# ---- design 1 ----
==> design_1/met3.png <==
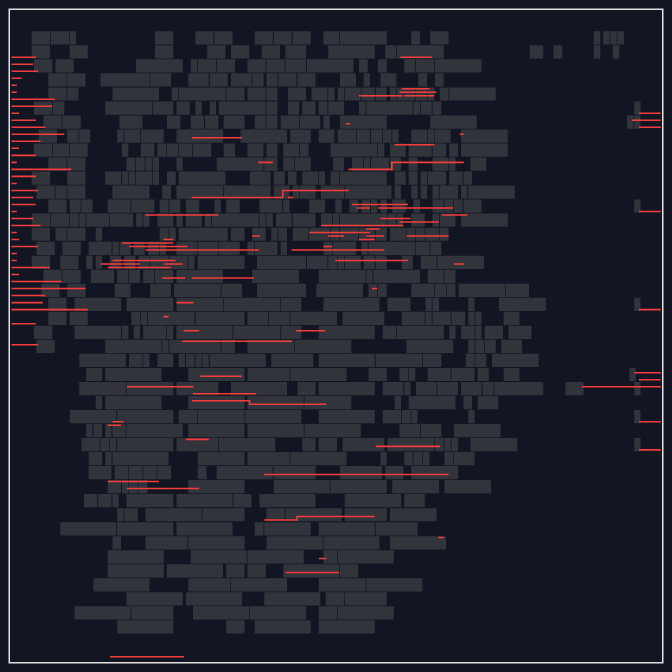

--- src/rtl/dbus_uart_tx_if.sv ---
// CPU data-memory bus as seen by a memory-mapped responder.
// The responder drives read data and its address-decode hit back to the CPU side.
interface dbus_uart_tx_if;
    logic [29:0] DATA_ADDR;
    logic        DATA_WE;
    logic [3:0]  DATA_BE;
    logic [31:0] DATA_WD;
    logic [31:0] DATA_RD;
    logic        HIT;

    modport master (
        output DATA_ADDR, DATA_WE, DATA_BE, DATA_WD,
        input  DATA_RD, HIT
    );

    modport slave (
        input  DATA_ADDR, DATA_WE, DATA_BE, DATA_WD,
        output DATA_RD, HIT
    );
endinterface

--- src/rtl/dbus_uart_tx.sv ---
// Memory-mapped 8N1 UART transmitter: TX FIFO, programmable bit period,
// status/control registers in a 4-word window on the data bus.
module dbus_uart_tx #(
    parameter logic [29:0] BASE_ADDR  = 30'h0000_1000,
    parameter int unsigned FIFO_DEPTH = 8,
    parameter logic [15:0] DIV_RESET  = 16'd434
) (
    input  logic           CLK,
    input  logic           RESET_N,
    dbus_uart_tx_if.slave  bus,
    output logic           TXD,
    output logic           IRQ
);
    localparam int unsigned AW = $clog2(FIFO_DEPTH);
    localparam logic [AW:0] DEPTH = (AW+1)'(FIFO_DEPTH);

    typedef enum logic [1:0] {IDLE, START, DATA, STOP} state_t;

    state_t      state;
    logic [7:0]  mem [FIFO_DEPTH];
    logic [AW-1:0] rd_ptr, wr_ptr;
    logic [AW:0] count;
    logic [7:0]  shreg;
    logic [2:0]  bit_cnt;
    logic [15:0] tick;
    logic [15:0] divisor;
    logic [15:0] period_m1;
    logic        en, irq_en, overrun;
    logic        wr, full, empty, busy;
    logic        push_req, push_ok, pop, clr, ovr_clr, ovr_set;
    logic        unused_wd;

    assign unused_wd = ^bus.DATA_WD[31:16];

    assign bus.HIT = (bus.DATA_ADDR[29:2] == BASE_ADDR[29:2]);
    assign wr      = bus.DATA_WE & bus.HIT;
    assign full    = (count == DEPTH);
    assign empty   = (count == '0);
    assign busy    = (state != IDLE);
    assign IRQ     = irq_en & empty & ~busy;

    assign pop      = (state == IDLE) & en & ~empty;
    assign push_req = wr & (bus.DATA_ADDR[1:0] == 2'd0) & bus.DATA_BE[0];
    // A pop on the same edge frees the slot, so a push into a full FIFO is still accepted.
    assign push_ok  = push_req & (~full | pop);
    assign ovr_set  = push_req & full & ~pop;
    assign clr      = wr & (bus.DATA_ADDR[1:0] == 2'd3) & bus.DATA_BE[0] & bus.DATA_WD[1];
    assign ovr_clr  = wr & (bus.DATA_ADDR[1:0] == 2'd3) & bus.DATA_BE[0] & bus.DATA_WD[2];
    assign period_m1 = (divisor == '0) ? '0 : divisor - 16'd1;

    always_ff @(posedge CLK) begin
        if (push_ok)
            mem[wr_ptr] <= bus.DATA_WD[7:0];
    end

    always_ff @(posedge CLK or negedge RESET_N) begin
        if (!RESET_N) begin
            rd_ptr <= '0;
            wr_ptr <= '0;
            count  <= '0;
        end else if (clr) begin
            rd_ptr <= '0;
            wr_ptr <= '0;
            count  <= '0;
        end else begin
            if (push_ok) wr_ptr <= wr_ptr + 1'b1;
            if (pop)     rd_ptr <= rd_ptr + 1'b1;
            if (push_ok & ~pop)      count <= count + 1'b1;
            else if (pop & ~push_ok) count <= count - 1'b1;
        end
    end

    always_ff @(posedge CLK or negedge RESET_N) begin
        if (!RESET_N) begin
            en      <= 1'b0;
            irq_en  <= 1'b0;
            overrun <= 1'b0;
            divisor <= DIV_RESET;
        end else begin
            if (ovr_set)      overrun <= 1'b1;
            else if (ovr_clr) overrun <= 1'b0;
            if (wr && bus.DATA_ADDR[1:0] == 2'd2) begin
                if (bus.DATA_BE[0]) divisor[7:0]  <= bus.DATA_WD[7:0];
                if (bus.DATA_BE[1]) divisor[15:8] <= bus.DATA_WD[15:8];
            end
            if (wr && bus.DATA_ADDR[1:0] == 2'd3 && bus.DATA_BE[0]) begin
                en     <= bus.DATA_WD[0];
                irq_en <= bus.DATA_WD[3];
            end
        end
    end

    // tick counts down the remaining cycles of the current bit; the divisor
    // is re-sampled each time a new bit is entered.
    always_ff @(posedge CLK or negedge RESET_N) begin
        if (!RESET_N) begin
            state   <= IDLE;
            TXD     <= 1'b1;
            shreg   <= '0;
            bit_cnt <= '0;
            tick    <= '0;
        end else begin
            case (state)
                IDLE: begin
                    if (pop) begin
                        shreg <= mem[rd_ptr];
                        TXD   <= 1'b0;
                        tick  <= period_m1;
                        state <= START;
                    end
                end
                START: begin
                    if (tick == '0) begin
                        TXD     <= shreg[0];
                        shreg   <= shreg >> 1;
                        bit_cnt <= '0;
                        tick    <= period_m1;
                        state   <= DATA;
                    end else begin
                        tick <= tick - 16'd1;
                    end
                end
                DATA: begin
                    if (tick == '0) begin
                        tick <= period_m1;
                        if (bit_cnt == 3'd7) begin
                            TXD   <= 1'b1;
                            state <= STOP;
                        end else begin
                            bit_cnt <= bit_cnt + 3'd1;
                            TXD     <= shreg[0];
                            shreg   <= shreg >> 1;
                        end
                    end else begin
                        tick <= tick - 16'd1;
                    end
                end
                STOP: begin
                    if (tick == '0) state <= IDLE;
                    else            tick  <= tick - 16'd1;
                end
                default: state <= IDLE;
            endcase
        end
    end

    always_comb begin
        bus.DATA_RD = '0;
        if (bus.HIT) begin
            case (bus.DATA_ADDR[1:0])
                2'd1: begin
                    bus.DATA_RD[0]    = busy;
                    bus.DATA_RD[1]    = full;
                    bus.DATA_RD[2]    = empty;
                    bus.DATA_RD[3]    = overrun;
                    bus.DATA_RD[15:8] = 8'(count);
                end
                2'd2:    bus.DATA_RD[15:0] = divisor;
                2'd3: begin
                    bus.DATA_RD[0] = en;
                    bus.DATA_RD[3] = irq_en;
                end
                default: bus.DATA_RD = '0;
            endcase
        end
    end
endmodule

--- src/flat_wrapper.sv ---
// flat-port wrapper written by rule: the top's interface ports become plain ports
module dbus_uart_tx_flat 
#(
    parameter logic [29:0] BASE_ADDR  = 30'h0000_1000,
    parameter int unsigned FIFO_DEPTH = 8,
    parameter logic [15:0] DIV_RESET  = 16'd434
)
  (CLK, RESET_N, TXD, IRQ, bus_DATA_ADDR, bus_DATA_WE, bus_DATA_BE, bus_DATA_WD, bus_DATA_RD, bus_HIT);
  dbus_uart_tx_if bus_i ();
  input  logic CLK;
  input  logic RESET_N;
  output logic TXD;
  output logic IRQ;
  input wire logic [$bits(bus_i.DATA_ADDR)-1:0] bus_DATA_ADDR;
  input wire logic [$bits(bus_i.DATA_WE)-1:0] bus_DATA_WE;
  input wire logic [$bits(bus_i.DATA_BE)-1:0] bus_DATA_BE;
  input wire logic [$bits(bus_i.DATA_WD)-1:0] bus_DATA_WD;
  output wire logic [$bits(bus_i.DATA_RD)-1:0] bus_DATA_RD;
  output wire logic [$bits(bus_i.HIT)-1:0] bus_HIT;
  assign bus_i.DATA_ADDR = bus_DATA_ADDR;
  assign bus_i.DATA_WE = bus_DATA_WE;
  assign bus_i.DATA_BE = bus_DATA_BE;
  assign bus_i.DATA_WD = bus_DATA_WD;
  assign bus_DATA_RD = bus_i.DATA_RD;
  assign bus_HIT = bus_i.HIT;
  dbus_uart_tx #(.BASE_ADDR(BASE_ADDR), .FIFO_DEPTH(FIFO_DEPTH), .DIV_RESET(DIV_RESET)) u_core (.CLK(CLK), .RESET_N(RESET_N), .bus(bus_i), .TXD(TXD), .IRQ(IRQ));
endmodule
--- config.mk ---
export PLATFORM = sky130hd
export DESIGN_NAME = dbus_uart_tx_flat
export DESIGN_NICKNAME = d
export VERILOG_FILES = /design/src/rtl/dbus_uart_tx_if.sv /design/src/rtl/dbus_uart_tx.sv /design/src/flat_wrapper.sv
export SDC_FILE = /design/constraint.sdc
export NUM_CORES = 1
export LEC_CHECK = 0
export CAP_MARGIN = 20
export CORE_MARGIN = 4
export CORE_UTILIZATION = 45
export DETAILED_ROUTE_END_ITERATION = 16
export GPL_ROUTABILITY_DRIVEN = 0
export PLACE_DENSITY = 0.79
export SYNTH_ARGS = -nofsm -noshare
export SYNTH_HDL_FRONTEND = slang
export SYNTH_SLANG_ARGS = --single-unit
--- constraint.sdc ---
create_clock -name CLK -period 5.6 [get_ports CLK]
set_input_delay 1.12 -clock CLK [delete_from_list [all_inputs] [get_ports CLK]]
set_output_delay 1.12 -clock CLK [all_outputs]
set_load 0.05 [all_outputs]
# ---- design 2 ----
==> config.mk <==
export PLATFORM = sky130hd
export DESIGN_NAME = rc5_core_param
export DESIGN_NICKNAME = d
export VERILOG_FILES = /design/src/rtl/rc5_pkg.sv /design/src/rtl/rc5_core_param_round.sv /design/src/rtl/rc5_core_param.sv
export SDC_FILE = /design/constraint.sdc
export NUM_CORES = 2
export LEC_CHECK = 0
export ABC_AREA = 1
export CORE_MARGIN = 2
export CORE_UTILIZATION = 30
export CTS_CLUSTER_SIZE = 14
export DETAILED_ROUTE_END_ITERATION = 10
export DONT_BUFFER_PORTS = 1
export GPL_TIMING_DRIVEN = 0
export HOLD_SLACK_MARGIN = 0.05
export PLACE_DENSITY = 0.48
export REMOVE_ABC_BUFFERS = 1
export SLEW_MARGIN = 20
export SYNTH_ARGS = -nofsm -noshare
export SYNTH_HDL_FRONTEND = slang
export SYNTH_SLANG_ARGS = --single-unit
==> constraint.sdc <==
create_clock -name clock -period 20.2 [get_ports clock]
set_input_delay 6.06 -clock clock [delete_from_list [all_inputs] [get_ports clock]]
set_output_delay 6.06 -clock clock [all_outputs]
set_load 0.005 [all_outputs]
==> src/rtl/rc5_pkg.sv <==
// Shared types and helpers for the parametrised RC5 engine.
// Rotates work on a 64-bit carrier so one pair of functions serves every word width.
package rc5_pkg;

   typedef enum logic [1:0] {IDLE, ROUND, DONE} state_t;

   localparam logic ENC = 1'b0;
   localparam logic DEC = 1'b1;

   localparam int MAX_W = 64;
   typedef logic [MAX_W-1:0] word_t;

   function automatic word_t wmask(input int w);
      return (w >= MAX_W) ? '1 : ((word_t'(1) << w) - word_t'(1));
   endfunction

   // sh must be below w; the bits shifted past w are masked off
   function automatic word_t rotl(input word_t x, input int sh, input int w);
      word_t v;
      v = x & wmask(w);
      return ((v << sh) | (v >> (w - sh))) & wmask(w);
   endfunction

   function automatic word_t rotr(input word_t x, input int sh, input int w);
      word_t v;
      v = x & wmask(w);
      return ((v >> sh) | (v << (w - sh))) & wmask(w);
   endfunction

endpackage

==> src/rtl/rc5_core_param_round.sv <==
// One combinational RC5 round, encrypt or decrypt; the final decrypt round
// also strips the S[0]/S[1] pre-whitening.
module rc5_round
   import rc5_pkg::*;
#(
   parameter int W = 16
) (
   input  logic         mode,
   input  logic [W-1:0] a,
   input  logic [W-1:0] b,
   input  logic [W-1:0] s_even,
   input  logic [W-1:0] s_odd,
   input  logic [W-1:0] s_zero,
   input  logic [W-1:0] s_one,
   input  logic         final_dec,
   output logic [W-1:0] a_nxt,
   output logic [W-1:0] b_nxt
);

   localparam int LW = $clog2(W);

   logic [W-1:0] ea, eb, da, db;

   always_comb begin
      ea = W'(rotl(word_t'(a ^ b), int'(b[LW-1:0]), W)) + s_even;
      eb = W'(rotl(word_t'(b ^ ea), int'(ea[LW-1:0]), W)) + s_odd;
      db = W'(rotr(word_t'(b - s_odd), int'(a[LW-1:0]), W)) ^ a;
      da = W'(rotr(word_t'(a - s_even), int'(db[LW-1:0]), W)) ^ db;
      if (final_dec) begin
         db = db - s_one;
         da = da - s_zero;
      end
      a_nxt = (mode == DEC) ? da : ea;
      b_nxt = (mode == DEC) ? db : eb;
   end

endmodule

==> src/rtl/rc5_core_param.sv <==
// Iterative RC5-W/R engine: one round per clock, loadable S table,
// valid/ready on both sides, per-block encrypt/decrypt.
module rc5_core_param
   import rc5_pkg::*;
#(
   parameter  int W    = 16,
   parameter  int R    = 12,
   localparam int KA_W = $clog2(2*R+2)
) (
   input  logic            clock,
   input  logic            reset,
   input  logic            key_we,
   input  logic [KA_W-1:0] key_addr,
   input  logic [W-1:0]    key_wdata,
   output logic            key_err,
   input  logic            in_valid,
   output logic            in_ready,
   input  logic            in_mode,
   input  logic [2*W-1:0]  in_data,
   output logic            out_valid,
   input  logic            out_ready,
   output logic [2*W-1:0]  out_data,
   output logic            out_mode,
   output logic            busy
);

   localparam int              NK    = 2*R + 2;
   localparam logic [KA_W-1:0] KMAX  = KA_W'(NK - 1);
   localparam logic [KA_W-1:0] RLAST = KA_W'(R);
   localparam logic [KA_W-1:0] RONE  = KA_W'(1);

   state_t                state;
   logic [NK-1:0][W-1:0]  s_tab;
   logic [W-1:0]          a_r, b_r, a_nxt, b_nxt, s0_acc, s1_acc, a_ld, b_ld;
   logic                  mode_r;
   logic [KA_W-1:0]       rnd, idx_e, idx_o;
   logic                  accept, key_ok, key_wr, last, final_dec;

   assign in_ready = (state == IDLE) || (state == DONE && out_ready);
   assign accept   = in_valid && in_ready;
   assign key_ok   = (state != ROUND) && (key_addr <= KMAX);
   assign key_wr   = key_we && key_ok;

   // a write landing on the accept edge must already feed the pre-whitening
   assign s0_acc = (key_wr && key_addr == '0)   ? key_wdata : s_tab[0];
   assign s1_acc = (key_wr && key_addr == RONE) ? key_wdata : s_tab[1];
   assign a_ld   = (in_mode == DEC) ? in_data[W-1:0]   : in_data[W-1:0] + s0_acc;
   assign b_ld   = (in_mode == DEC) ? in_data[2*W-1:W] : in_data[2*W-1:W] + s1_acc;

   assign idx_e     = rnd << 1;
   assign idx_o     = idx_e | RONE;
   assign final_dec = (mode_r == DEC) && (rnd == RONE);
   assign last      = (mode_r == ENC) ? (rnd == RLAST) : final_dec;

   rc5_round #(.W(W)) u_round (
      .mode      (mode_r),
      .a         (a_r),
      .b         (b_r),
      .s_even    (s_tab[idx_e]),
      .s_odd     (s_tab[idx_o]),
      .s_zero    (s_tab[0]),
      .s_one     (s_tab[1]),
      .final_dec (final_dec),
      .a_nxt     (a_nxt),
      .b_nxt     (b_nxt)
   );

   always_ff @(posedge clock) begin
      if (reset) begin
         state     <= IDLE;
         s_tab     <= '0;
         a_r       <= '0;
         b_r       <= '0;
         mode_r    <= ENC;
         rnd       <= '0;
         out_valid <= 1'b0;
         out_data  <= '0;
         out_mode  <= ENC;
         busy      <= 1'b0;
         key_err   <= 1'b0;
      end else begin
         key_err <= key_we && !key_ok;
         if (key_wr) s_tab[key_addr] <= key_wdata;
         case (state)
            ROUND: begin
               a_r <= a_nxt;
               b_r <= b_nxt;
               rnd <= (mode_r == ENC) ? rnd + RONE : rnd - RONE;
               if (last) begin
                  state     <= DONE;
                  busy      <= 1'b0;
                  out_valid <= 1'b1;
                  out_data  <= {b_nxt, a_nxt};
                  out_mode  <= mode_r;
               end
            end
            IDLE, DONE: begin
               if (state == DONE && out_ready) begin
                  state     <= IDLE;
                  out_valid <= 1'b0;
               end
               // in DONE an accept implies the result was consumed on this edge
               if (accept) begin
                  state  <= ROUND;
                  busy   <= 1'b1;
                  a_r    <= a_ld;
                  b_r    <= b_ld;
                  mode_r <= in_mode;
                  rnd    <= (in_mode == DEC) ? RLAST : RONE;
               end
            end
            default: state <= IDLE;
         endcase
      end
   end

endmodule

# ---- design 3 ----
--- src/rtl/pipe_ctrl_pkg.sv ---
// Shared types and constants for the pipeline interlock controller.
package pipe_ctrl_pkg;

  typedef enum logic [1:0] {
    RUN      = 2'd0,
    LU_STALL = 2'd1,
    MEM_WAIT = 2'd2
  } interlock_state_e;

  localparam int unsigned REG_ZERO = 0;

  localparam int unsigned LOAD_STALL_MIN = 1;
  localparam int unsigned LOAD_STALL_MAX = 7;
  localparam int unsigned LU_CNT_W       = 3;

  // Out-of-range bubble counts saturate into the supported window.
  function automatic int unsigned clamp_load_stall(input int unsigned n);
    if (n < LOAD_STALL_MIN) return LOAD_STALL_MIN;
    if (n > LOAD_STALL_MAX) return LOAD_STALL_MAX;
    return n;
  endfunction

endpackage

--- src/rtl/pipeline_interlock_ctrl_load_use_detect.sv ---
// Load-use hazard detector: EX load whose destination feeds a source read in ID.
module load_use_detect
  import pipe_ctrl_pkg::*;
#(
  parameter int unsigned REG_IDX_W = 5
) (
  input  logic [REG_IDX_W-1:0] id_rs1_idx_i,
  input  logic [REG_IDX_W-1:0] id_rs2_idx_i,
  input  logic                 id_use_rs1_i,
  input  logic                 id_use_rs2_i,
  input  logic [REG_IDX_W-1:0] ex_rd_idx_i,
  input  logic                 ex_is_load_i,
  output logic                 load_use_o
);

  logic rd_nonzero;
  logic rs1_hit;
  logic rs2_hit;

  always_comb begin
    rd_nonzero = (ex_rd_idx_i != REG_IDX_W'(REG_ZERO));
    rs1_hit    = id_use_rs1_i & (id_rs1_idx_i == ex_rd_idx_i);
    rs2_hit    = id_use_rs2_i & (id_rs2_idx_i == ex_rd_idx_i);
    load_use_o = ex_is_load_i & rd_nonzero & (rs1_hit | rs2_hit);
  end

endmodule

--- src/rtl/pipeline_interlock_ctrl.sv ---
// Stall/flush sequencer for the 5-stage pipeline: load-use bubbles, branch flush, memory freeze.
// Optional performance counters enabled by defining PIPE_INTERLOCK_PERF_EN.
module pipeline_interlock_ctrl
  import pipe_ctrl_pkg::*;
#(
  parameter int unsigned REG_IDX_W         = 5,
  parameter int unsigned LOAD_STALL_CYCLES = 1,
  parameter int unsigned CNT_W             = 32
) (
  input  logic                 clk_i,
  input  logic                 reset_ni,
  input  logic [REG_IDX_W-1:0] id_rs1_idx_i,
  input  logic [REG_IDX_W-1:0] id_rs2_idx_i,
  input  logic                 id_use_rs1_i,
  input  logic                 id_use_rs2_i,
  input  logic [REG_IDX_W-1:0] ex_rd_idx_i,
  input  logic                 ex_is_load_i,
  input  logic                 ex_branch_taken_i,
  input  logic                 mem_req_i,
  input  logic                 mem_ready_i,
  output logic                 stall_if_o,
  output logic                 stall_id_o,
  output logic                 bubble_ex_o,
  output logic                 stall_ex_o,
  output logic                 stall_mem_o,
  output logic                 flush_if_o,
  output logic                 flush_id_o,
  output logic [CNT_W-1:0]     stall_cycles_o,
  output logic [CNT_W-1:0]     flush_count_o
);

  localparam int unsigned LSC_EFF = clamp_load_stall(LOAD_STALL_CYCLES);
  localparam bit          MULTI_BUBBLE = (LSC_EFF > 1);
  localparam logic [LU_CNT_W-1:0] LU_RELOAD = LU_CNT_W'(LSC_EFF - 1);

  interlock_state_e state_q, state_d;
  interlock_state_e ret_q, ret_d;
  logic [LU_CNT_W-1:0] cnt_q, cnt_d;

  logic load_use;
  logic mem_busy;

  logic stall_if, stall_id, bubble_ex, stall_ex, stall_mem, flush_if, flush_id;

  load_use_detect #(
    .REG_IDX_W (REG_IDX_W)
  ) u_load_use_detect (
    .id_rs1_idx_i (id_rs1_idx_i),
    .id_rs2_idx_i (id_rs2_idx_i),
    .id_use_rs1_i (id_use_rs1_i),
    .id_use_rs2_i (id_use_rs2_i),
    .ex_rd_idx_i  (ex_rd_idx_i),
    .ex_is_load_i (ex_is_load_i),
    .load_use_o   (load_use)
  );

  assign mem_busy = mem_req_i & ~mem_ready_i;

  always_ff @(posedge clk_i or negedge reset_ni) begin
    if (!reset_ni) begin
      state_q <= RUN;
      ret_q   <= RUN;
      cnt_q   <= '0;
    end else begin
      state_q <= state_d;
      ret_q   <= ret_d;
      cnt_q   <= cnt_d;
    end
  end

  always_comb begin
    state_d   = state_q;
    ret_d     = ret_q;
    cnt_d     = cnt_q;
    stall_if  = 1'b0;
    stall_id  = 1'b0;
    bubble_ex = 1'b0;
    stall_ex  = 1'b0;
    stall_mem = 1'b0;
    flush_if  = 1'b0;
    flush_id  = 1'b0;

    unique case (state_q)
      RUN: begin
        if (mem_busy) begin
          {stall_if, stall_id, stall_ex, stall_mem} = '1;
          ret_d   = RUN;
          state_d = MEM_WAIT;
        end else if (ex_branch_taken_i) begin
          flush_if = 1'b1;
          flush_id = 1'b1;
        end else if (load_use) begin
          stall_if  = 1'b1;
          stall_id  = 1'b1;
          bubble_ex = 1'b1;
          if (MULTI_BUBBLE) begin
            state_d = LU_STALL;
            cnt_d   = LU_RELOAD;
          end
        end
      end

      LU_STALL: begin
        // A memory freeze holds the remaining bubble count untouched.
        if (mem_busy) begin
          {stall_if, stall_id, stall_ex, stall_mem} = '1;
          ret_d   = LU_STALL;
          state_d = MEM_WAIT;
        end else begin
          stall_if  = 1'b1;
          stall_id  = 1'b1;
          bubble_ex = 1'b1;
          if (cnt_q <= LU_CNT_W'(1)) begin
            cnt_d   = '0;
            state_d = RUN;
          end else begin
            cnt_d = cnt_q - LU_CNT_W'(1);
          end
        end
      end

      MEM_WAIT: begin
        {stall_if, stall_id, stall_ex, stall_mem} = {4{~mem_ready_i}};
        if (mem_ready_i) begin
          state_d = ret_q;
        end
      end

      default: begin
        state_d = RUN;
        ret_d   = RUN;
        cnt_d   = '0;
      end
    endcase
  end

  // Reset forces every control low immediately, independent of the clock.
  assign stall_if_o  = stall_if  & reset_ni;
  assign stall_id_o  = stall_id  & reset_ni;
  assign bubble_ex_o = bubble_ex & reset_ni;
  assign stall_ex_o  = stall_ex  & reset_ni;
  assign stall_mem_o = stall_mem & reset_ni;
  assign flush_if_o  = flush_if  & reset_ni;
  assign flush_id_o  = flush_id  & reset_ni;

`ifdef PIPE_INTERLOCK_PERF_EN
  logic [CNT_W-1:0] stall_cycles_q, stall_cycles_d;
  logic [CNT_W-1:0] flush_count_q, flush_count_d;

  always_comb begin
    stall_cycles_d = stall_cycles_q + CNT_W'(stall_if_o);
    flush_count_d  = flush_count_q + CNT_W'(flush_if_o);
  end

  always_ff @(posedge clk_i or negedge reset_ni) begin
    if (!reset_ni) begin
      stall_cycles_q <= '0;
      flush_count_q  <= '0;
    end else begin
      stall_cycles_q <= stall_cycles_d;
      flush_count_q  <= flush_count_d;
    end
  end

  assign stall_cycles_o = stall_cycles_q;
  assign flush_count_o  = flush_count_q;
`else
  assign stall_cycles_o = '0;
  assign flush_count_o  = '0;
`endif

endmodule

--- config.mk ---
export PLATFORM = sky130hd
export DESIGN_NAME = pipeline_interlock_ctrl
export DESIGN_NICKNAME = d
export VERILOG_FILES = /design/src/rtl/pipe_ctrl_pkg.sv /design/src/rtl/pipeline_interlock_ctrl_load_use_detect.sv /design/src/rtl/pipeline_interlock_ctrl.sv
export SDC_FILE = /design/constraint.sdc
export NUM_CORES = 1
export LEC_CHECK = 0
export ABC_CLOCK_PERIOD_IN_PS = 2330
export CAP_MARGIN = 20
export CORE_UTILIZATION = 34
export CTS_BUF_LIST = sky130_fd_sc_hd__clkbuf_4 sky130_fd_sc_hd__clkbuf_8
export CTS_CLUSTER_SIZE = 8
export DETAILED_ROUTE_END_ITERATION = 10
export PLACE_DENSITY = 0.88
export SYNTH_ARGS = -nofsm -noshare
export SYNTH_HDL_FRONTEND = slang
export SYNTH_SLANG_ARGS = --single-unit
export TNS_END_PERCENT = 50
--- constraint.sdc ---
create_clock -name clk_i -period 2.33 [get_ports clk_i]
set_input_delay 0.3495 -clock clk_i [delete_from_list [all_inputs] [get_ports clk_i]]
set_output_delay 0.3495 -clock clk_i [all_outputs]
set_load 0.02 [all_outputs]
# ---- design 4 ----
<file path="src/rtl/maxpool_stream.sv">
// ============================================================================
// Module   : maxpool_stream
// Brief    : Row-streamed multi-channel binary (OR) max-pool with valid/ready
//            handshake. Optional MAXPOOL_STREAM_FRAME_CNT_EN adds frame_cnt.
// Revision : 1.0 - initial release
// ============================================================================
`default_nettype none

module maxpool_stream #(
    parameter int ISIZE_L   = 26,
    parameter int ISIZE_H   = 26,
    parameter int POOL_SIZE = 2,
    parameter int CH        = 1
) (
    input  logic                                    clk,
    input  logic                                    rst,
    input  logic                                    in_valid,
    output logic                                    in_ready,
    input  logic [CH*ISIZE_L-1:0]                   in_row,
    output logic                                    out_valid,
    input  logic                                    out_ready,
    output logic [CH*(ISIZE_L/POOL_SIZE)-1:0]       out_row,
    output logic                                    out_last
`ifdef MAXPOOL_STREAM_FRAME_CNT_EN
    ,
    output logic [15:0]                             frame_cnt
`endif
);

    localparam int OL  = ISIZE_L / POOL_SIZE;
    localparam int OH  = ISIZE_H / POOL_SIZE;
    localparam int OW  = CH * OL;
    localparam int RCW = $clog2(ISIZE_H + 1);
    localparam int PHW = (POOL_SIZE > 1) ? $clog2(POOL_SIZE) : 1;
    localparam int PRW = (OH > 0) ? $clog2(OH + 1) : 1;

    localparam logic [RCW-1:0] c_ROW_LAST  = RCW'(ISIZE_H - 1);
    localparam logic [RCW-1:0] c_ROW_LIM   = RCW'(OH * POOL_SIZE);
    localparam logic [RCW-1:0] c_ROW_ONE   = RCW'(1);
    localparam logic [PHW-1:0] c_PH_LAST   = PHW'(POOL_SIZE - 1);
    localparam logic [PHW-1:0] c_PH_ONE    = PHW'(1);
    localparam logic [PRW-1:0] c_PROW_LAST = PRW'(OH - 1);
    localparam logic [PRW-1:0] c_PROW_ONE  = PRW'(1);

    logic [RCW-1:0] r_row_cnt;
    logic [PHW-1:0] r_phase;
    logic [PRW-1:0] r_prow;
    logic [OW-1:0]  r_acc;
    logic [OW-1:0]  r_out_row;
    logic           r_out_valid;
    logic           r_out_last;

    logic [OW-1:0]  w_h;
    logic [OW-1:0]  w_merge;
    logic           w_accept;
    logic           w_in_range;
    logic           w_unused_row;

    // Columns past OL*POOL_SIZE never reach a window.
    assign w_unused_row = ^in_row;

    for (genvar c = 0; c < CH; c++) begin : g_ch
        for (genvar m = 0; m < OL; m++) begin : g_col
            assign w_h[c*OL+m] = |in_row[c*ISIZE_L + m*POOL_SIZE +: POOL_SIZE];
        end
    end

    assign in_ready   = !rst && (!r_out_valid || out_ready);
    assign w_accept   = in_valid && in_ready;
    assign w_in_range = (r_row_cnt < c_ROW_LIM);
    assign w_merge    = (r_phase == '0) ? w_h : (r_acc | w_h);

    always_ff @(posedge clk) begin
        if (rst) begin
            r_row_cnt   <= '0;
            r_phase     <= '0;
            r_prow      <= '0;
            r_acc       <= '0;
            r_out_row   <= '0;
            r_out_valid <= 1'b0;
            r_out_last  <= 1'b0;
        end else begin
            // A load below overrides this drain when both happen together.
            if (r_out_valid && out_ready) begin
                r_out_valid <= 1'b0;
                r_out_last  <= 1'b0;
            end
            if (w_accept) begin
                if (w_in_range) begin
                    r_acc <= w_merge;
                    if (r_phase == c_PH_LAST) begin
                        r_phase     <= '0;
                        r_out_row   <= w_merge;
                        r_out_valid <= 1'b1;
                        r_out_last  <= (r_prow == c_PROW_LAST);
                        r_prow      <= r_prow + c_PROW_ONE;
                    end else begin
                        r_phase <= r_phase + c_PH_ONE;
                    end
                end
                if (r_row_cnt == c_ROW_LAST) begin
                    r_row_cnt <= '0;
                    r_phase   <= '0;
                    r_prow    <= '0;
                end else begin
                    r_row_cnt <= r_row_cnt + c_ROW_ONE;
                end
            end
        end
    end

    assign out_row   = r_out_row;
    assign out_valid = r_out_valid;
    assign out_last  = r_out_last;

`ifdef MAXPOOL_STREAM_FRAME_CNT_EN
    logic [15:0] r_frame_cnt;

    always_ff @(posedge clk) begin
        if (rst) begin
            r_frame_cnt <= '0;
        end else if (r_out_valid && out_ready && r_out_last) begin
            r_frame_cnt <= r_frame_cnt + 16'd1;
        end
    end

    assign frame_cnt = r_frame_cnt;
`endif

endmodule

`default_nettype wire

</file>
<file path="config.mk">
export PLATFORM = sky130hd
export DESIGN_NAME = maxpool_stream
export DESIGN_NICKNAME = d
export VERILOG_FILES = /design/src/rtl/maxpool_stream.sv
export SDC_FILE = /design/constraint.sdc
export NUM_CORES = 1
export LEC_CHECK = 0
export CORE_MARGIN = 2
export CORE_UTILIZATION = 45
export CTS_BUF_LIST = sky130_fd_sc_hd__clkbuf_4 sky130_fd_sc_hd__clkbuf_8
export CTS_CLUSTER_DIAMETER = 150
export DETAILED_ROUTE_END_ITERATION = 8
export HOLD_SLACK_MARGIN = 0.06
export PLACE_DENSITY = 0.79
export SYNTH_ARGS = -nofsm -noshare
export SYNTH_HDL_FRONTEND = slang
export SYNTH_SLANG_ARGS = --single-unit
export TNS_END_PERCENT = 30
</file>
<file path="constraint.sdc">
create_clock -name clk -period 1.6 [get_ports clk]
set_input_delay 0.32 -clock clk [delete_from_list [all_inputs] [get_ports clk]]
set_output_delay 0.32 -clock clk [all_outputs]
set_load 0.01 [all_outputs]
</file>
==> design_4/met2.png <==
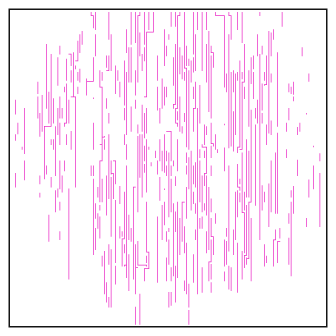
share of all routed wire	51%
main direction	vertical
wire length on this layer	2,150 um
longest straight run	38.4 um
Vias: 1,610
met2 usage: 37.2%
Post-Route WL: 4220 um

==> impl_metrics.toml, design 4 <==
# synthesis and place-and-route metrics
[placed_design]
place_inst = 281
gp_congestion = 0.837

[cells_and_area]
sh_seq_area_pct = 30.1
layout_top_cells = "42 x clkdlybuf4s50_1, 36 x a211oi_1, 36 x dfxtp_1"
final_area_mm2 = 0.00255
finalNonFillerCells = 295
multi_input_comb_cells = 128

[cts]
holdBufCountCts = 0

[detailed_routing]
dr.max_layer_used = "met4"
wl_per_cell_um = 14.3

[global_route]
grt_max_degree = 27
grt_usage_pct = 21.5

[logic_synthesis]
yosysWarnings = 0
synth_cell_types = 33
ys.flops = 38
synth-adder-area-share_pct = 2.95
logic_family = "AND-OR/OR-AND gates"
synth_stat.cells = 182
ff_type = "dfxtp_1"

[timing]
period_used_pct = 96.5
fin_ws_ns = 0.0560

[run_status]
run_status = "finished clean"

[setup_path]
start_kind = "input port"

[floorplan]
die-area_mm2 = 0.00428
row_count = 22
tapCellCount = 48

[run]
warnings = 28
## design 4: worst max path at each step
stage	startpoint	endpoint	slack, ns	cells after the start
6_report	rst	out_row[8]$_SDFFE_PP0P_	0.06	6
5_1_grt	rst	out_row[1]$_SDFFE_PP0P_	-0.02	7
3_5_place_dp	out_ready	in_ready	-0.38	4
4_1_cts	r_row_cnt[1]$_SDFFE_PP0P_	out_row[10]$_SDFFE_PP0P_	0.003	5
3_3_place_gp	out_ready	in_ready	-0.37	4
2_1_floorplan	r_row_cnt[1]$_SDFFE_PP0P_	r_row_cnt[4]$_SDFFE_PP0P_	0.06	6
## design 4: kinds of logic (layout without fill, tap and decap cells)
family,Yosys count,in the layout
buffers and inverters,16,81
AND/OR/NAND/NOR,63,63
XOR/XNOR,3,3
flip-flops,38,38
adder cells (fa/ha/maj),4,4
AND-OR/OR-AND,58,58
## design 4: worst max-delay path: stages
cell and delay [ns]:
clkdlybuf4s50_1 0.42, nand2b_4 0.17, nor4b_4 0.29, buf_4 0.18, buf_4 0.22, a211oi_1 0.10
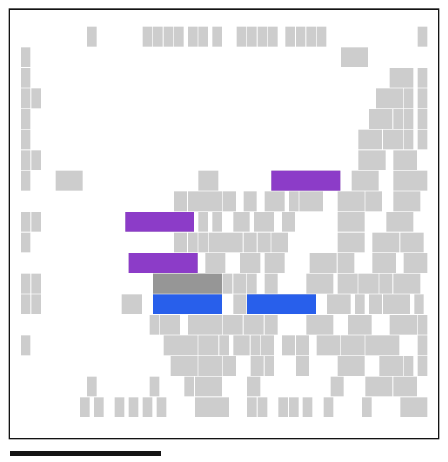
(design_3/registers.png)
The bar under the picture is 20 um long. Other sequential cells in the stronger grey, the rest of the logic in the fainter grey.
colour	name in the netlist	flops
purple	cnt_q	3
blue	state_q	2

==> impl_metrics.toml, design 3 <==
# synthesis and place-and-route metrics
[cts]
cts_setup_buffers = 0
cts_tree = "built"

[setup_path]
start_kind = "input port"
path_class = "input port to primary output"
worstSetupStartpoint = "ex_rd_idx_i[2]"

[global_route]
grt_usage_pct = 10.2
grt-ovfl-total = 0
grt_pass1_wl_um = 2520

[cells_and_area]
final_area_mm2 = 0.00115
final_core_util_pct = 41.4
layout-drive-gt1-share_pct = 10.9

[timing]
whs_ns = 0.431
setup_viol = 0
finalCriticalPeriod_ns = 2.21

[logic_synthesis]
yosys.area.top_type = "buf_4"
top_cell_area_share_pct = 49.7
yosysSeqAreaShare_pct = 14.8
synth_area_per_cell_um2 = 7.85
synthMostInstantiatedCell = "buf_4"

[min_path]
worstHoldPathType = "input port to async pin"

[run]
cap_violations = 0

[run_status]
run_status = "finished clean"

[placed_design]
place_ws_ns = -0.370
## design 3: final cells by class
| cell class | count | area (um^2) |
|---|---|---|
| inverters | 5 | 18.8 |
| repair buffers | 37 | 338 |
| multi-input cells | 114 | 583 |
| clock buffers | 3 | 22.5 |
| fillers | 290 | 1630 |
| well taps | 31 | 38.8 |
| flip-flops and latches | 6 | 150 |
## design 3: worst max-delay path, cell delays in order
cell and delay [ns]:
clkdlybuf4s50_1 0.47, xor2_1 0.20, nor4_2 0.33, a32oi_1 0.13, o21ai_1 0.19, clkbuf_2 0.20
## design 3: cell usage in the layout, fill, tap and decap left out, types with 3 or more instances in the layout
master           synthesis  routed
conb_1                   1      64
clkdlybuf4s50_1          0      22
xor2_1                   8       8
buf_4                   67       8
dfrtp_1                  6       6
inv_1                    5       5
a21oi_1                  5       5
o21ai_0                  5       5
nand2b_1                 4       4
o21ai_1                  4       4
nand2_1                  4       4
nand3_1                  3       3
clkbuf_4                 0       3
clkbuf_2                 0       3
## design 3: layer usage
layer	up-vias	routed length, um	track usage (%)
li1	358	-	-
met1	328	607	10.2
met2	62	915	19.0
met3	2	260	5.07
met4	0	14	2.09
met5	-	0	0
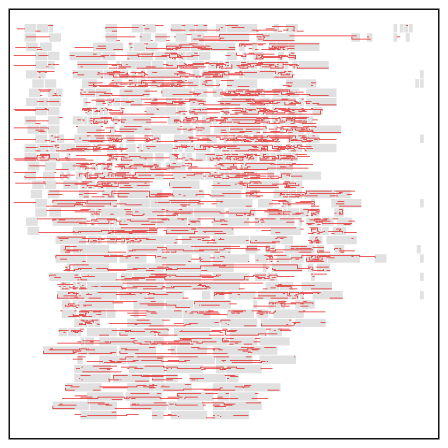
(design_1/met1.png)
share of all routed wire	41%
nets with wire on the layer	596
main direction	horizontal
longest straight run	41.4 um
Vias: 4,435
GR Util met1: 22.0%
Post-Route WL: 13,800 um

## Picture notes: design_1/met3.png
wire length on this layer	793 um
nets with wire on the layer	91
met3 Use GR: 4.13%

==> impl_metrics.toml, design 1 <==
# synthesis and place-and-route metrics
[setup_path]
crit_path_end_kind = "primary output"
path_class = "input port to primary output"
crit_family = "simple AND/OR/NAND/NOR gates"
worstPathArrival_ns = 3.65
worst-path-buf-inv = 2
start_kind = "input port"

[run_status]
run_status = "finished clean"

[logic_synthesis]
ys.flops = 123
synth_cell_types = 67
syn_area_mm2 = 0.00631
mux_area_share_pct = 12.1

[timing]
slew_headroom_pct = 38.9
fin_ws_ns = 0.825

[floorplan]
die_x_um = 126

[cells_and_area]
inv_count = 18
layout_top_cells = "68 x clkdlybuf4s50_1, 64 x edfxtp_1, 53 x dfrtp_1"
finalNonFillerCells = 785

[detailed_routing]
first_pass_iters = 5
==> design 1: worst paths after layout <==
kind,start,end,slack (ns),cells after the start
worst min-delay path,u_core.shreg[7]$_DFFE_PN0P_,u_core.shreg[7]$_DFFE_PN0P_,0.51,1
worst min register to register,u_core.shreg[7]$_DFFE_PN0P_,u_core.shreg[7]$_DFFE_PN0P_,0.51,1
max in group asynchronous,RESET_N,u_core.divisor[14]$_DFFE_PN0P_,4.25,2
worst max register to register,u_core.state[1]$_DFFE_PN0P_,u_core.tick[2]$_DFFE_PN0P_,2.42,8
min in group asynchronous,RESET_N,u_core.tick[6]$_DFFE_PN0P_,0.84,2
worst max-delay path,bus_DATA_ADDR[15],bus_DATA_RD[2],0.83,7
==> design 1: flip-flops by register name, indices dropped and copies added (netlist names) <==
name	cells
u_core.overrun	1
u_core.TXD	1
u_core.mem	64
u_core.wr_ptr	3
u_core.tick	16
u_core.shreg	8
u_core.count	4
u_core.bit_cnt	3
u_core.irq_en	1
u_core.rd_ptr	3
u_core.divisor	16
u_core.en	1
u_core.state	2
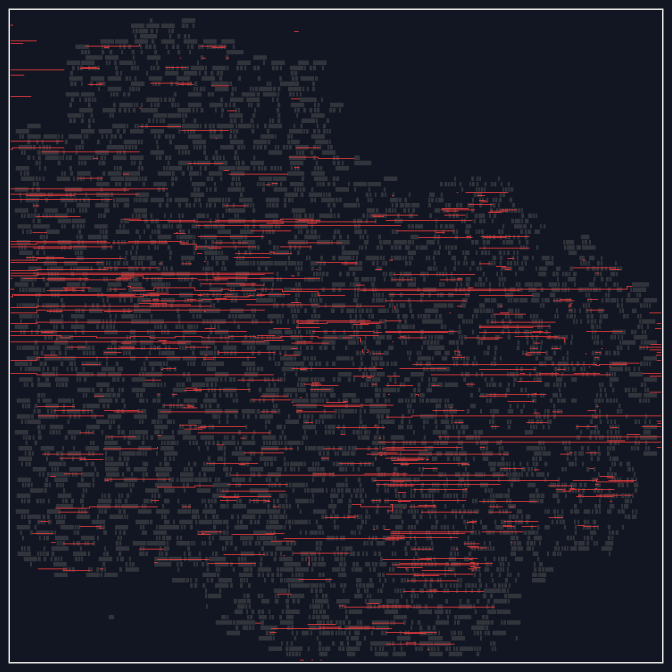
(design_2/met3.png)
nets with wire on the layer	376
main direction	horizontal
share of all routed wire	7.1%
longest straight run	173 um
met3 Use GR: 4.48%
Post-Route WL: 140,000 um
Vias: 34,300

==> impl_metrics.toml, design 2 <==
# synthesis and place-and-route metrics
[cells_and_area]
largest_reg_flops = 416
mi_logic_area_mm2 = 0.0202
sh_comb_area_pct = 55.9
largestRegisters = "s_tab (416), out_data (32)"
signal_buffers = 25
sh_seq_area_pct = 27.3
clock_area_share_pct = 5.69
seq_cell_count = 492

[floorplan]
die_h_um = 336

[setup_path]
rr_startpoint = "b_r[0]$_SDFFE_PP0P_"
r2r_end = "b_r[13]$_SDFFE_PP0P_"
worstSetupStartpoint = "out_ready"
required_ns = 14.14
critical_path.max_fanout = 3
reg2reg_depth = 39

[cts]
path_clk_slew_ns = 0.05
cts_tree = "built"

[timing]
drv_slew = 0
hold_viol = 0
fmax_mhz = 80.3
period_used_pct = 61.6

[logic_synthesis]
ff_type = "dfxtp_1"
synth_stat.cells = 5300
yosys-stat-area_mm2 = 0.0330

[run_status]
run_status = "finished clean"
==> design 2: critical path, cell delays in order <==
cell and delay [ns]:
inv_1 0.02, nand2_1 0.05, inv_1 0.05, nor2_1 0.22
==> design 2: cell usage in the layout, fill, tap and decap left out, types with 13 or more instances in the layout <==
| master | n |
|---|---|
| nor2_1 | 1010 |
| o21ai_0 | 950 |
| nand2_1 | 873 |
| dfxtp_1 | 486 |
| inv_1 | 427 |
| a21oi_1 | 329 |
| nand3_1 | 228 |
| ha_1 | 129 |
| clkbuf_16 | 61 |
| a22o_1 | 60 |
| xor2_1 | 53 |
| xnor2_1 | 53 |
| o22ai_1 | 38 |
| a31oi_1 | 28 |
| o211ai_1 | 24 |
| nor2_2 | 22 |
| nand4_1 | 21 |
| o221ai_1 | 18 |
| o21ai_1 | 17 |
| inv_2 | 16 |
| nand2_2 | 16 |
| clkbuf_1 | 16 |
| o21bai_1 | 15 |
| or2_2 | 14 |
| nand3_2 | 13 |
==> design 2: cells by family after synthesis <==
logic type | share of synthesized area [%]
simple gates | 27.3
mux | 0.121
buf+inv | 9.47
xor+xnor | 2.91
compound gates | 25.0
fa+ha+maj | 5.37
flops | 29.8

# ---- design 5 ----
==> design_5/met1.png <==
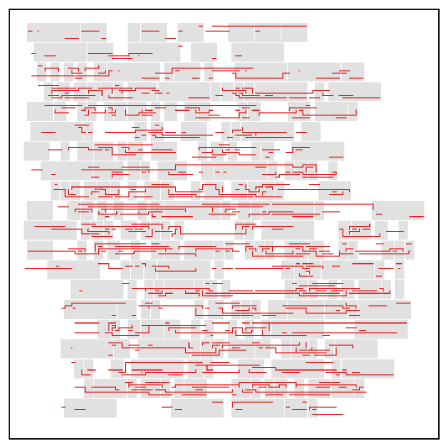
==> design_5/met2.png <==
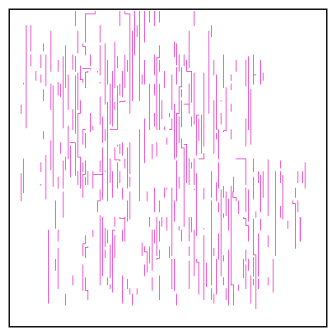
==> design_5/met3.png <==
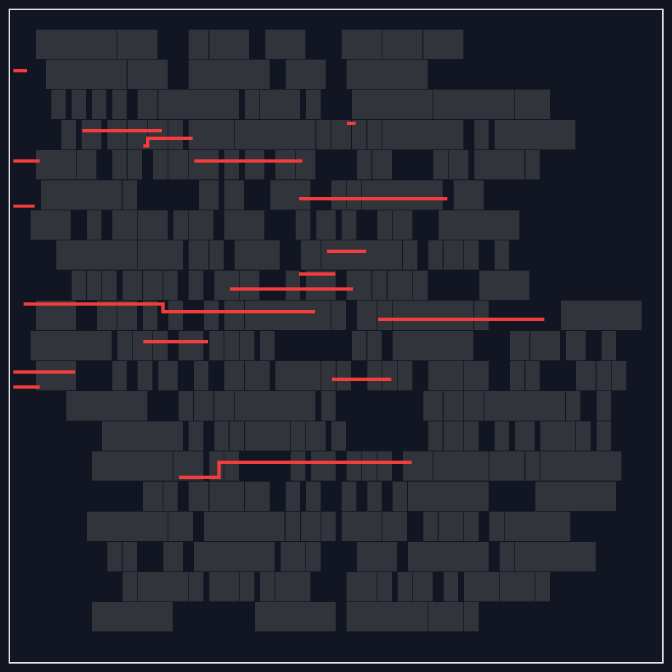
===== config.mk =====
export PLATFORM = sky130hd
export DESIGN_NAME = adder_result_uart_tx_flat
export DESIGN_NICKNAME = d
export VERILOG_FILES = /design/src/rtl/adder_pkg.sv /design/src/rtl/adder_result_uart_tx_if.sv /design/src/rtl/adder_result_uart_tx_baud_tick_gen.sv /design/src/rtl/adder_result_uart_tx.sv /design/src/flat_wrapper.sv
export SDC_FILE = /design/constraint.sdc
export NUM_CORES = 1
export LEC_CHECK = 0
export ABC_AREA = 1
export CORE_MARGIN = 1.5
export CORE_UTILIZATION = 55
export DETAILED_ROUTE_END_ITERATION = 8
export GPL_ROUTABILITY_DRIVEN = 0
export PLACE_DENSITY = 0.83
export SYNTH_ARGS = -nofsm -noshare
export SYNTH_HDL_FRONTEND = slang
export SYNTH_SLANG_ARGS = --single-unit

===== constraint.sdc =====
create_clock -name clk -period 4.17 [get_ports clk]
set_input_delay 1.0425 -clock clk [delete_from_list [all_inputs] [get_ports clk]]
set_output_delay 1.0425 -clock clk [all_outputs]
set_load 0.005 [all_outputs]

===== src/rtl/adder_pkg.sv =====
// adder_pkg: shared states, frame sizes and line levels for the adder result UART transmitter
package adder_pkg;
  typedef enum logic [2:0] {IDLE, START, DATA, CARRY, STOP} state_t;
  localparam int FRAME_BITS = 11;
  localparam int DATA_BITS = 8;
  localparam logic LINE_IDLE = 1'b1;
  localparam logic LINE_START = 1'b0;
  localparam logic LINE_STOP = 1'b1;
endpackage


===== src/rtl/adder_result_uart_tx_if.sv =====
// adder_result_uart_tx_if: adder result capture request and serial line status
interface adder_result_uart_tx_if import adder_pkg::*; ();
  logic ena;
  logic start;
  logic [DATA_BITS-1:0] sum;
  logic carry;
  logic tx;
  logic busy;
  logic done;
  modport master(output ena, start, sum, carry, input tx, busy, done);
  modport slave(input ena, start, sum, carry, output tx, busy, done);
endinterface


===== src/rtl/adder_result_uart_tx_baud_tick_gen.sv =====
// baud_tick_gen: one-cycle tick at the end of each bit period while running
module baud_tick_gen #(
  parameter int CLKS_PER_BIT = 4,
  parameter int CNT_W = 16
) (
  input  logic clk,
  input  logic rst,
  input  logic i_clear,
  input  logic i_run,
  output logic o_tick
);
  logic [CNT_W-1:0] r_cnt;
  assign o_tick = i_run && r_cnt == CNT_W'(CLKS_PER_BIT - 1);
  always_ff @(posedge clk) begin
    if (rst || i_clear || !i_run || o_tick) r_cnt <= '0;
    else r_cnt <= r_cnt + 1'b1;
  end
endmodule


===== src/rtl/adder_result_uart_tx.sv =====
// adder_result_uart_tx: sends {carry,sum} as an 11-bit LSB-first serial frame
module adder_result_uart_tx import adder_pkg::*; #(
  parameter int CLKS_PER_BIT = 4,
  parameter int CNT_W = 16
) (
  input logic clk,
  input logic rst,
  adder_result_uart_tx_if.slave bus
);
  state_t r_state, w_state_n;
  logic [DATA_BITS:0] r_shreg, w_shreg_n;
  logic [2:0] r_idx, w_idx_n;
  logic r_tx, r_busy, r_done;
  logic w_tx_n, w_busy_n, w_done_n;
  logic w_tick, w_load, w_abort, w_shift;
  // a new frame may be loaded on the last edge of the stop bit, giving no idle gap
  assign w_load = bus.ena && bus.start && (r_state == IDLE || (r_state == STOP && w_tick));
  assign w_abort = !bus.ena && r_state != IDLE;
  assign w_shift = w_tick && r_state == DATA;
  baud_tick_gen #(.CLKS_PER_BIT(CLKS_PER_BIT), .CNT_W(CNT_W)) u_tick (
    .clk(clk),
    .rst(rst),
    .i_clear(w_load || w_abort),
    .i_run(r_busy),
    .o_tick(w_tick)
  );
  always_ff @(posedge clk) begin
    if (rst) begin
      r_state <= IDLE;
      r_shreg <= '0;
      r_idx <= '0;
      r_tx <= LINE_IDLE;
      r_busy <= 1'b0;
      r_done <= 1'b0;
    end else begin
      r_state <= w_state_n;
      r_shreg <= w_shreg_n;
      r_idx <= w_idx_n;
      r_tx <= w_tx_n;
      r_busy <= w_busy_n;
      r_done <= w_done_n;
    end
  end
  always_comb begin
    w_state_n = !bus.ena ? IDLE :
                w_load ? START :
                !w_tick ? r_state :
                r_state == START ? DATA :
                r_state == DATA ? (r_idx == 3'(DATA_BITS - 1) ? CARRY : DATA) :
                r_state == CARRY ? STOP : IDLE;
  end
  // after a shift, bit 0 of the shift register is always the bit now on the line
  always_comb begin
    w_shreg_n = w_load ? {bus.carry, bus.sum} : w_shift ? r_shreg >> 1 : r_shreg;
    w_idx_n = w_load ? 3'd0 : w_shift ? r_idx + 3'd1 : r_idx;
    w_tx_n = (w_state_n == DATA || w_state_n == CARRY) ? w_shreg_n[0] :
             w_state_n == START ? LINE_START :
             w_state_n == STOP ? LINE_STOP : LINE_IDLE;
    w_busy_n = w_state_n != IDLE;
    w_done_n = bus.ena && r_state == STOP && w_tick;
  end
  assign bus.tx = r_tx;
  assign bus.busy = r_busy;
  assign bus.done = r_done;
endmodule


===== src/flat_wrapper.sv =====
// flat-port wrapper written by rule: the top's interface ports become plain ports
module adder_result_uart_tx_flat import adder_pkg::*;
#(
  parameter int CLKS_PER_BIT = 4,
  parameter int CNT_W = 16
)
  (clk, rst, bus_ena, bus_start, bus_sum, bus_carry, bus_tx, bus_busy, bus_done);
  adder_result_uart_tx_if bus_i ();
  input logic clk;
  input logic rst;
  input wire logic [$bits(bus_i.ena)-1:0] bus_ena;
  input wire logic [$bits(bus_i.start)-1:0] bus_start;
  input wire logic [$bits(bus_i.sum)-1:0] bus_sum;
  input wire logic [$bits(bus_i.carry)-1:0] bus_carry;
  output wire logic [$bits(bus_i.tx)-1:0] bus_tx;
  output wire logic [$bits(bus_i.busy)-1:0] bus_busy;
  output wire logic [$bits(bus_i.done)-1:0] bus_done;
  assign bus_i.ena = bus_ena;
  assign bus_i.start = bus_start;
  assign bus_i.sum = bus_sum;
  assign bus_i.carry = bus_carry;
  assign bus_tx = bus_i.tx;
  assign bus_busy = bus_i.busy;
  assign bus_done = bus_i.done;
  adder_result_uart_tx #(.CLKS_PER_BIT(CLKS_PER_BIT), .CNT_W(CNT_W)) u_core (.clk(clk), .rst(rst), .bus(bus_i));
endmodule

==> impl_metrics.toml <==
# synthesis and place-and-route metrics
[cells_and_area]
mi_logic_area_um2 = 951
nFillCells = 266
ff_latch_area_um2 = 681

[setup_path]
reg2reg_depth = 8
cp.depth = 7

[logic_synthesis]
synth_cells = 234
syn_area_mm2 = 0.00172
synth_stat.cells = 234

[min_path]
holdPathEnd = "u_core.u_tick.r_cnt[0]$_SDFF_PP0_"

[placed_design]
placed_area_mm2 = 0.00189

[power]
leakage_nw = 0.758

[run_status]
run_status = "finished clean"

[cts]
root_buffer = "clkbuf_4"

[timing]
slew_headroom_pct = 73.5
fin_ws_ns = 1.69

[detailed_routing]
antenna_left = 0
Notes on design_5/met1.png above:
longest straight run	23.9 um
share of all routed wire	48%
nets with wire on the layer	253
wire length on this layer	1,550 um

Notes on design_5/met2.png above:
main direction	vertical
wire length on this layer	1,470 um
share of all routed wire	46%
met2 usage: 33.0%
Post-Route WL: 3220 um
Vias: 1,513

Notes on design_5/met3.png above:
longest straight run	17.2 um
main direction	horizontal
share of all routed wire	4.3%
wire length on this layer	138 um
met3 Use GR: 7.25%

==> cell families (layout without fill, tap and decap cells) <==
family	after synthesis	after routing	share of synthesized area, %
buffers and inverters	20	40	4.89
and+or+nand+nor	147	147	42.2
AOI/OAI and AO/OA	21	21	6.42
xor gates and xnor gates	9	9	4.60
DFF	34	34	39.7
adders and majority gates	3	3	2.19
==> synth_stat cells <==
cell type	instances	share of area, %
a21boi_1	1	0.44
a21oi_1	16	4.7
a31oi_1	2	0.73
buf_2	1	0.29
buf_6	1	0.66
clkbuf_1	1	0.22
dfxtp_1	34	40
ha_1	3	2.2
inv_1	17	3.7
nand2_1	51	11
nand2_2	1	0.36
nand2_4	2	1.3
nand2_8	1	1.2
nand3_1	23	6.7
nand3_2	1	0.58
nand3b_1	1	0.44
nand4_1	4	1.5
nand4_4	1	1.2
nor2_1	43	9.4
nor2_2	5	1.8
nor2_4	3	2.0
nor3_1	5	1.5
nor3_2	1	0.58
nor3_4	1	0.95
nor3b_1	2	0.88
nor4_1	1	0.36
o21ai_0	2	0.58
or2_2	1	0.36
xnor2_1	2	1.0
xor2_1	7	3.6


==> notes/layouts.md <==
Pictures saved along the way, in no particular order.

Congestion heat map.
picture 1
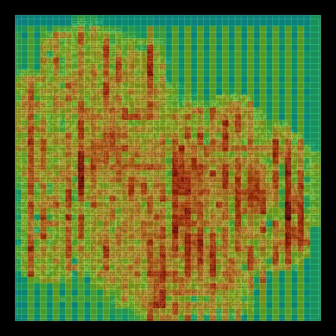
picture 2
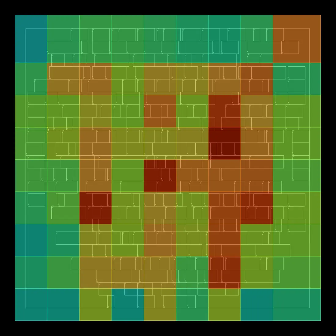
picture 3
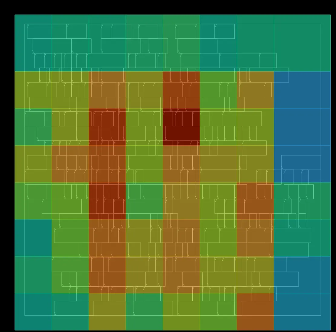
picture 4
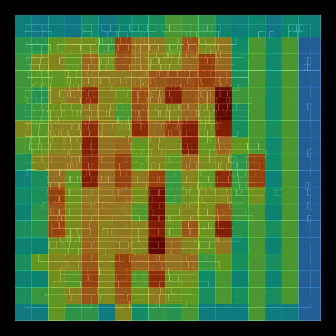
picture 5
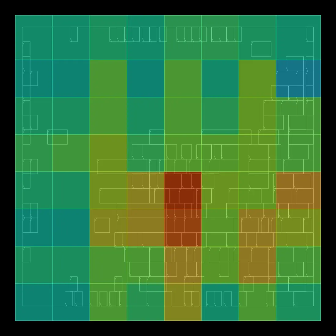
- lowest utilization: picture 1
- lowest track usage: picture 5
For design 1, see picture 4.
For design 3, see picture 5.
For design 2, see picture 1.
For design 5, see picture 3.
For design 4, see picture 2.

